=== block 1 ===
### config.mk
export PLATFORM = sky130hd
export DESIGN_NAME = multi_rate_divider
export DESIGN_NICKNAME = d
export VERILOG_FILES = /design/src/rtl/rate_div_pkg.sv /design/src/rtl/rate_div_channel.sv /design/src/rtl/multi_rate_divider.sv
export SDC_FILE = /design/constraint.sdc
export NUM_CORES = 1
export LEC_CHECK = 0
export ABC_CLOCK_PERIOD_IN_PS = 2190
export CORE_MARGIN = 1
export CORE_UTILIZATION = 54
export CTS_CLUSTER_DIAMETER = 120
export CTS_CLUSTER_SIZE = 14
export DETAILED_ROUTE_END_ITERATION = 10
export GPL_TIMING_DRIVEN = 0
export PLACE_DENSITY = 0.87
export SYNTH_ARGS = -nofsm -noshare
export SYNTH_HDL_FRONTEND = slang
export SYNTH_SLANG_ARGS = --single-unit
### constraint.sdc
create_clock -name clk -period 2.19 [get_ports clk]
set_clock_uncertainty 0.1 [all_clocks]
set_input_delay 0.219 -clock clk [delete_from_list [all_inputs] [get_ports clk]]
set_output_delay 0.219 -clock clk [all_outputs]
set_load 0.05 [all_outputs]
### src/rtl/rate_div_pkg.sv
// Shared types and defaults for the multi-rate divider.
// Optional feature macro: RATE_DIV_SHADOW_PERIOD_EN.
package rate_div_pkg;

    typedef enum logic {
        MODE_SQUARE = 1'b0,
        MODE_PULSE  = 1'b1
    } mode_e;

    localparam int WIDTH_DEF    = 8;
    localparam int CHANNELS_DEF = 2;

endpackage

### src/rtl/rate_div_channel.sv
// One divider channel: counter, effective period, registered out/tick.
// RATE_DIV_SHADOW_PERIOD_EN latches the period only at wrap and clear.
module rate_div_channel
    import rate_div_pkg::*;
#(
    parameter int WIDTH = WIDTH_DEF
) (
    input  logic             clk,
    input  logic             reset,
    input  logic             clear,
    input  logic             enable,
    input  logic             mode,
    input  logic [WIDTH-1:0] period,
    output logic             out,
    output logic             tick
);

    logic [WIDTH-1:0] r_cnt;
    logic             r_out;
    logic             r_tick;
    logic [WIDTH-1:0] w_pe;
    logic             w_wrap;
    logic             w_sq;
    mode_e            w_mode;

    assign w_mode = mode_e'(mode);

`ifdef RATE_DIV_SHADOW_PERIOD_EN
    logic [WIDTH-1:0] r_pe;

    // Frequency changes only land on a cycle boundary, so no runt cycle.
    always_ff @(posedge clk or posedge reset) begin
        if (reset) begin
            r_pe <= '1;
        end else if (clear || (enable && w_wrap)) begin
            r_pe <= period;
        end
    end

    assign w_pe = r_pe;
`else
    assign w_pe = period;
`endif

    assign w_wrap = (r_cnt >= w_pe);
    assign w_sq   = (r_cnt > (w_pe >> 1));

    always_ff @(posedge clk or posedge reset) begin
        if (reset) begin
            r_cnt  <= '0;
            r_tick <= 1'b0;
            r_out  <= 1'b0;
        end else if (clear) begin
            r_cnt  <= '0;
            r_tick <= 1'b0;
            r_out  <= 1'b0;
        end else if (enable) begin
            r_cnt  <= w_wrap ? '0 : r_cnt + 1'b1;
            r_tick <= w_wrap;
            r_out  <= (w_mode == MODE_PULSE) ? w_wrap : w_sq;
        end else begin
            r_tick <= 1'b0;
            r_out  <= (w_mode == MODE_PULSE) ? 1'b0 : r_out;
        end
    end

    assign out  = r_out;
    assign tick = r_tick;

endmodule

### src/rtl/multi_rate_divider.sv
// Bank of independent clock-enable dividers sharing clear and reset.
// Honours RATE_DIV_SHADOW_PERIOD_EN (see rate_div_channel).
module multi_rate_divider
    import rate_div_pkg::*;
#(
    parameter int WIDTH    = WIDTH_DEF,
    parameter int CHANNELS = CHANNELS_DEF
) (
    input  logic                      clk,
    input  logic                      reset,
    input  logic                      clear,
    input  logic [CHANNELS-1:0]       enable,
    input  logic [CHANNELS-1:0]       mode,
    input  logic [CHANNELS*WIDTH-1:0] period,
    output logic [CHANNELS-1:0]       out,
    output logic [CHANNELS-1:0]       tick
);

    for (genvar g = 0; g < CHANNELS; g++) begin : g_ch
        rate_div_channel #(
            .WIDTH(WIDTH)
        ) u_ch (
            .clk   (clk),
            .reset (reset),
            .clear (clear),
            .enable(enable[g]),
            .mode  (mode[g]),
            .period(period[g*WIDTH +: WIDTH]),
            .out   (out[g]),
            .tick  (tick[g])
        );
    end

endmodule

=== block 2 ===
## src/rtl/rotor_stage.sv

```systemverilog
// Pipelined Enigma rotor stage: forward/inverse substitution through a loadable
// wiring table, stepping position with notch carry. Ring setting via ROTOR_RING_EN.
module rotor_stage #(
    parameter int N_SYM = 26,
    parameter int SW    = 5,
    parameter int NOTCH = 4
) (
    input  logic          clk,
    input  logic          rst,
    input  logic          in_valid,
    input  logic [SW-1:0] in_sym,
    input  logic          in_dir,
    output logic          out_valid,
    output logic [SW-1:0] out_sym,
    output logic          out_err,
    input  logic          step,
    input  logic          pos_load,
    input  logic [SW-1:0] pos_val,
    output logic [SW-1:0] pos,
    output logic          carry,
    input  logic          wr_en,
    input  logic [SW-1:0] wr_addr,
`ifdef ROTOR_RING_EN
    input  logic [SW-1:0] ring,
`endif
    input  logic [SW-1:0] wr_data
);

    localparam logic [SW-1:0] NS      = SW'(N_SYM);
    localparam logic [SW-1:0] LAST    = SW'(N_SYM - 1);
    localparam logic [SW-1:0] NOTCH_P = SW'(NOTCH);
    localparam logic [SW:0]   NW      = (SW + 1)'(N_SYM);

    // Operands are always < N_SYM, so one conditional correction suffices.
    function automatic logic [SW-1:0] add_mod(input logic [SW-1:0] a, input logic [SW-1:0] b);
        logic [SW:0] s;
        s = {1'b0, a} + {1'b0, b};
        if (s >= NW) s = s - NW;
        return s[SW-1:0];
    endfunction

    function automatic logic [SW-1:0] sub_mod(input logic [SW-1:0] a, input logic [SW-1:0] b);
        logic [SW:0] s;
        s = {1'b0, a} - {1'b0, b};
        if (a < b) s = s + NW;
        return s[SW-1:0];
    endfunction

    logic [SW-1:0] fwd_tbl [N_SYM];
    logic [SW-1:0] inv_tbl [N_SYM];

    // No backpressure: every item with in_valid high emerges exactly two cycles
    // later with out_valid high; idle cycles travel through as bubbles.
    logic          s1_valid, s1_err, s1_dir;
    logic [SW-1:0] s1_c, s1_pos;
`ifdef ROTOR_RING_EN
    logic [SW-1:0] s1_ring;
`endif

    logic          in_ok;
    logic [SW-1:0] c_d;
    logic [SW-1:0] w_s2, o_s2, sym_d;

    always_comb begin
        in_ok = (in_sym != '0) && (in_sym <= NS);
        c_d   = add_mod(in_sym - SW'(1), pos);
`ifdef ROTOR_RING_EN
        c_d   = sub_mod(c_d, ring);
`endif
        // Keep the table index in range for out-of-range symbols.
        if (!in_ok) c_d = '0;
    end

    always_comb begin
        w_s2 = s1_dir ? inv_tbl[s1_c] : fwd_tbl[s1_c];
        o_s2 = sub_mod(w_s2, s1_pos);
`ifdef ROTOR_RING_EN
        o_s2 = add_mod(o_s2, s1_ring);
`endif
        sym_d = s1_err ? '0 : o_s2 + SW'(1);
    end

    always_ff @(posedge clk or posedge rst) begin
        if (rst) begin
            s1_valid  <= 1'b0;
            s1_err    <= 1'b0;
            s1_dir    <= 1'b0;
            s1_c      <= '0;
            s1_pos    <= '0;
`ifdef ROTOR_RING_EN
            s1_ring   <= '0;
`endif
            out_valid <= 1'b0;
            out_sym   <= '0;
            out_err   <= 1'b0;
        end else begin
            s1_valid  <= in_valid;
            s1_err    <= !in_ok;
            s1_dir    <= in_dir;
            s1_c      <= c_d;
            s1_pos    <= pos;
`ifdef ROTOR_RING_EN
            s1_ring   <= ring;
`endif
            out_valid <= s1_valid;
            out_sym   <= s1_valid ? sym_d : '0;
            out_err   <= s1_valid & s1_err;
        end
    end

    always_ff @(posedge clk or posedge rst) begin
        if (rst) begin
            for (int i = 0; i < N_SYM; i++) begin
                fwd_tbl[i] <= SW'(i);
                inv_tbl[i] <= SW'(i);
            end
        end else if (wr_en && (wr_addr < NS) && (wr_data < NS)) begin
            fwd_tbl[wr_addr] <= wr_data;
            inv_tbl[wr_data] <= wr_addr;
        end
    end

    // A rejected pos_load still blocks the step; carry only follows a real step.
    always_ff @(posedge clk or posedge rst) begin
        if (rst) begin
            pos   <= '0;
            carry <= 1'b0;
        end else begin
            carry <= step && !pos_load && (pos == NOTCH_P);
            if (pos_load) begin
                if (pos_val < NS) pos <= pos_val;
            end else if (step) begin
                pos <= (pos == LAST) ? '0 : pos + SW'(1);
            end
        end
    end

endmodule

```

## config.mk

```make
export PLATFORM = sky130hd
export DESIGN_NAME = rotor_stage
export DESIGN_NICKNAME = d
export VERILOG_FILES = /design/src/rtl/rotor_stage.sv
export SDC_FILE = /design/constraint.sdc
export NUM_CORES = 1
export LEC_CHECK = 0
export ABC_AREA = 1
export CAP_MARGIN = 25
export CORE_MARGIN = 1.5
export CORE_UTILIZATION = 30
export CTS_BUF_LIST = sky130_fd_sc_hd__clkbuf_8
export DETAILED_ROUTE_END_ITERATION = 7
export PLACE_DENSITY = 0.5
export SYNTH_ARGS = -nofsm -noshare
export SYNTH_HDL_FRONTEND = slang
export SYNTH_SLANG_ARGS = --single-unit
```

## constraint.sdc

```tcl
create_clock -name clk -period 29 [get_ports clk]
set_input_delay 5.8 -clock clk [delete_from_list [all_inputs] [get_ports clk]]
set_output_delay 5.8 -clock clk [all_outputs]
set_load 0.005 [all_outputs]
```

==> block_1/clock_wires.png <==
The bar under the picture is 20 um long.
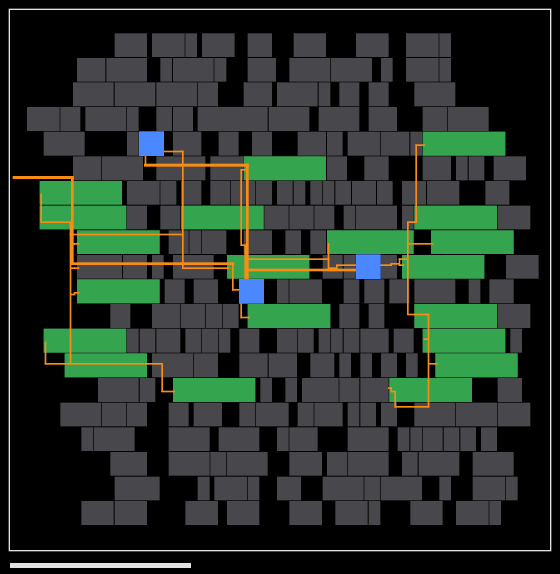
legend:
  clock-net drivers:
    color: blue
    count: 3
  clock wires:
    color: orange
    length: 242 um
  flip-flops:
    color: green
    count: 20
routed clock nets: 4

==> summary.txt, block 1 <==
fresh numbers from the pnr run: most instantiated logic cell after routing=sky130_fd_sc_hd__ha_1, run status=complete, no violations, die span in y=59.6 um, Post-Place Cells=269, clock group total power=0.000218 W, worst reg2reg path depth=7, largest fanout on the critical path=4, relative slew slack=0.517, Most flops, register=g_ch.u_ch.r_cnt, PwrDens=358 mW/mm2, Place WS=-209 ps, maximum clock path buffer count=2, setup repair after global routing missed its margin=true, Simple-Gate Area Share=0.218, library cell with the largest summed area after synthesis=sky130_fd_sc_hd__dfrtp_1, total wirelength of the detailed-routed design=3670 um, endpoint kind of the worst setup timing path=flip-flop, register area share after synthesis=0.279, power drawn by the combinational cells=0.000179 W, type of the most critical hold path=in -> async, post-CTS resize count=0, number of nets in the finished design=289, wire length of the first global-routing pass=6380 um, timing startpoint of the critical path=g_ch[0].u_ch.r_cnt[0], total design power=0.000785 W
[block 1: critical path, stage by stage (launching register included)]
cell and delay, ps:
sky130_fd_sc_hd__dfrtp_1 400, sky130_fd_sc_hd__inv_2 70, sky130_fd_sc_hd__ha_1 280, sky130_fd_sc_hd__nand2b_4 130, sky130_fd_sc_hd__a2111o_1 380, sky130_fd_sc_hd__a21oi_2 220, sky130_fd_sc_hd__nor2_1 100, sky130_fd_sc_hd__a211o_1 300
[block 1: layer usage]
| metal | global-route usage | up-vias | share of wire |
|---|---|---|---|
| li1 | - | 800 | - |
| met1 | 0.363 | 729 | 0.50 |
| met2 | 0.351 | 34 | 0.45 |
| met3 | 0.0393 | 5 | 0.045 |
| met4 | 0.0498 | 0 | 0.0063 |
| met5 | 0 | - | 0 |
[block 1: cell type report]
type | count | area (um2) | area share
multi-input cells | 150 | 1180 | 0.537
flip-flops and latches | 20 | 503 | 0.229
repair buffers | 29 | 280 | 0.128
inverters | 22 | 82.6 | 0.0376
clock buffers | 4 | 36.3 | 0.0165
well taps | 44 | 55.1 | 0.0251
plain buffers | 8 | 58.8 | 0.0268
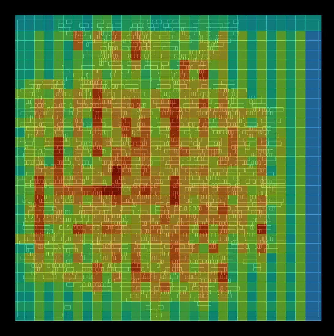
(block_2/congestion_map.png)
final cell utilization of the core: 0.351
routing usage on met1: 0.244
most crowded layer after global routing: met2
global-route usage over all layers: 0.176

==> summary.txt, block 2 <==
fresh numbers from the pnr run: number of max-slew violations in the final report=0, setup repair after global routing missed its margin=false, worst hold slack=398 ps, Simple-Gate Area Share=0.270, CTS tree=yes, sum of overflow across all layers after global routing=0, Post-Synth XOR/XNOR Area=0.00629, clock latency reported for the late side of the worst-skew pair=640 ps, main combinational cell family by area after synthesis=simple AND/OR/NAND/NOR gates, antenna cell count=0, run status=complete, no violations, total tool warning count=32, Top cell area share=0.309, Worst Skew=30.6 ps, count of final hold-check violations=0, wire length of the first global-routing pass=66100 um, max-cap viol count=0, asr flop ratio synth=1.00
## block 2: worst paths after layout
path / from / end / slack, ps / cells past startpoint
setup / recovery: wr_data[0] / inv_tbl[2] / 20640 / 6
hold / removal: s1_valid / out_valid / 400 / 0
max in group asynchronous: rst / fwd_tbl[1] / 21650 / 4
min in group asynchronous: rst / inv_tbl[119] / 5480 / 2
setup reg to reg: s1_c[1] / out_sym[4] / 24230 / 22
hold reg to reg: s1_valid / out_valid / 400 / 0
## block 2: power by group
part           switching [W]  internal, W
clock network       0.000174     0.000207
registers          0.0000420     0.000488
logic               0.000329     0.000164
## block 2: final cells by class
class / count / share of cell area
clock buffer: 67 / 0.0576
inverter: 66 / 0.0160
clock inverter: 31 / 0.00836
multi-input combinational: 1301 / 0.378
sequential: 286 / 0.456
tap: 600 / 0.0469
timing repair buffer: 58 / 0.0366
## block 2: flip-flops by register name, summed over array words and instances, names as in the netlist
signal and flops:
fwd_tbl 130, inv_tbl 130, out_sym 5, pos 5, s1_c 5, s1_pos 5
carry 1, out_err 1, out_valid 1, s1_dir 1, s1_err 1, s1_valid 1

## Gallery

Gate families picked out.
(a)
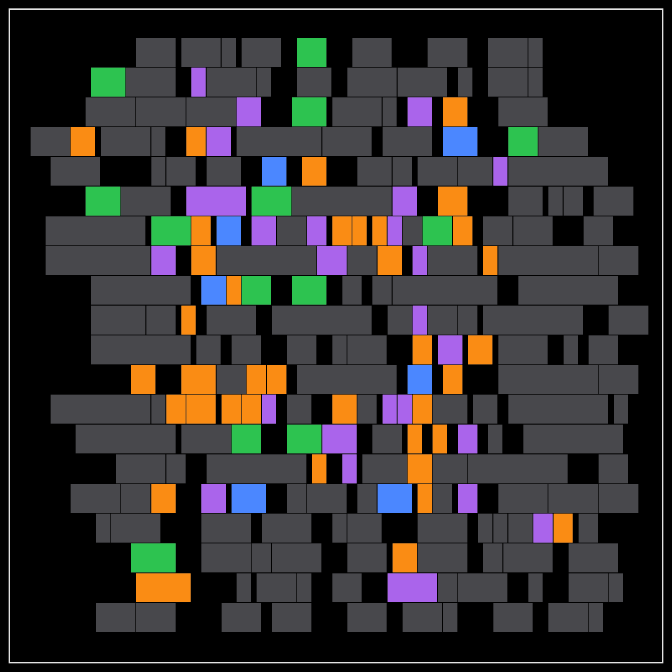
(b)
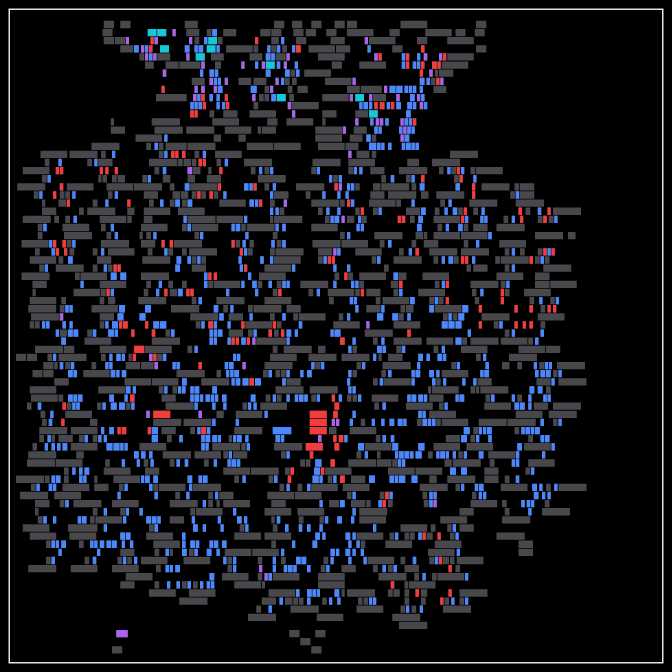
(b) -> block 2
(a) -> block 1

Key to (a):
legend:
  and/or cells:
    color: blue
    cells: 7
  nand cells:
    color: orange
    cells: 37
  nor cells:
    color: purple
    cells: 25
  non-inverting ao/oa cells:
    color: green
    cells: 13



==> layout pictures side by side <==
Placed cells, one color a class.
image #1
The bar under the picture is 20 um long.
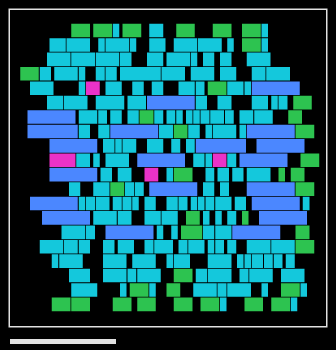
image #2
The bar under the picture is 50 um long.
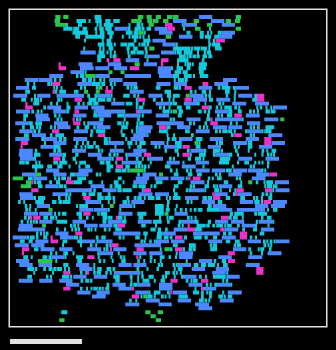
block 2: image #2
block 1: image #1

Power and IR drop assume default switching activity.
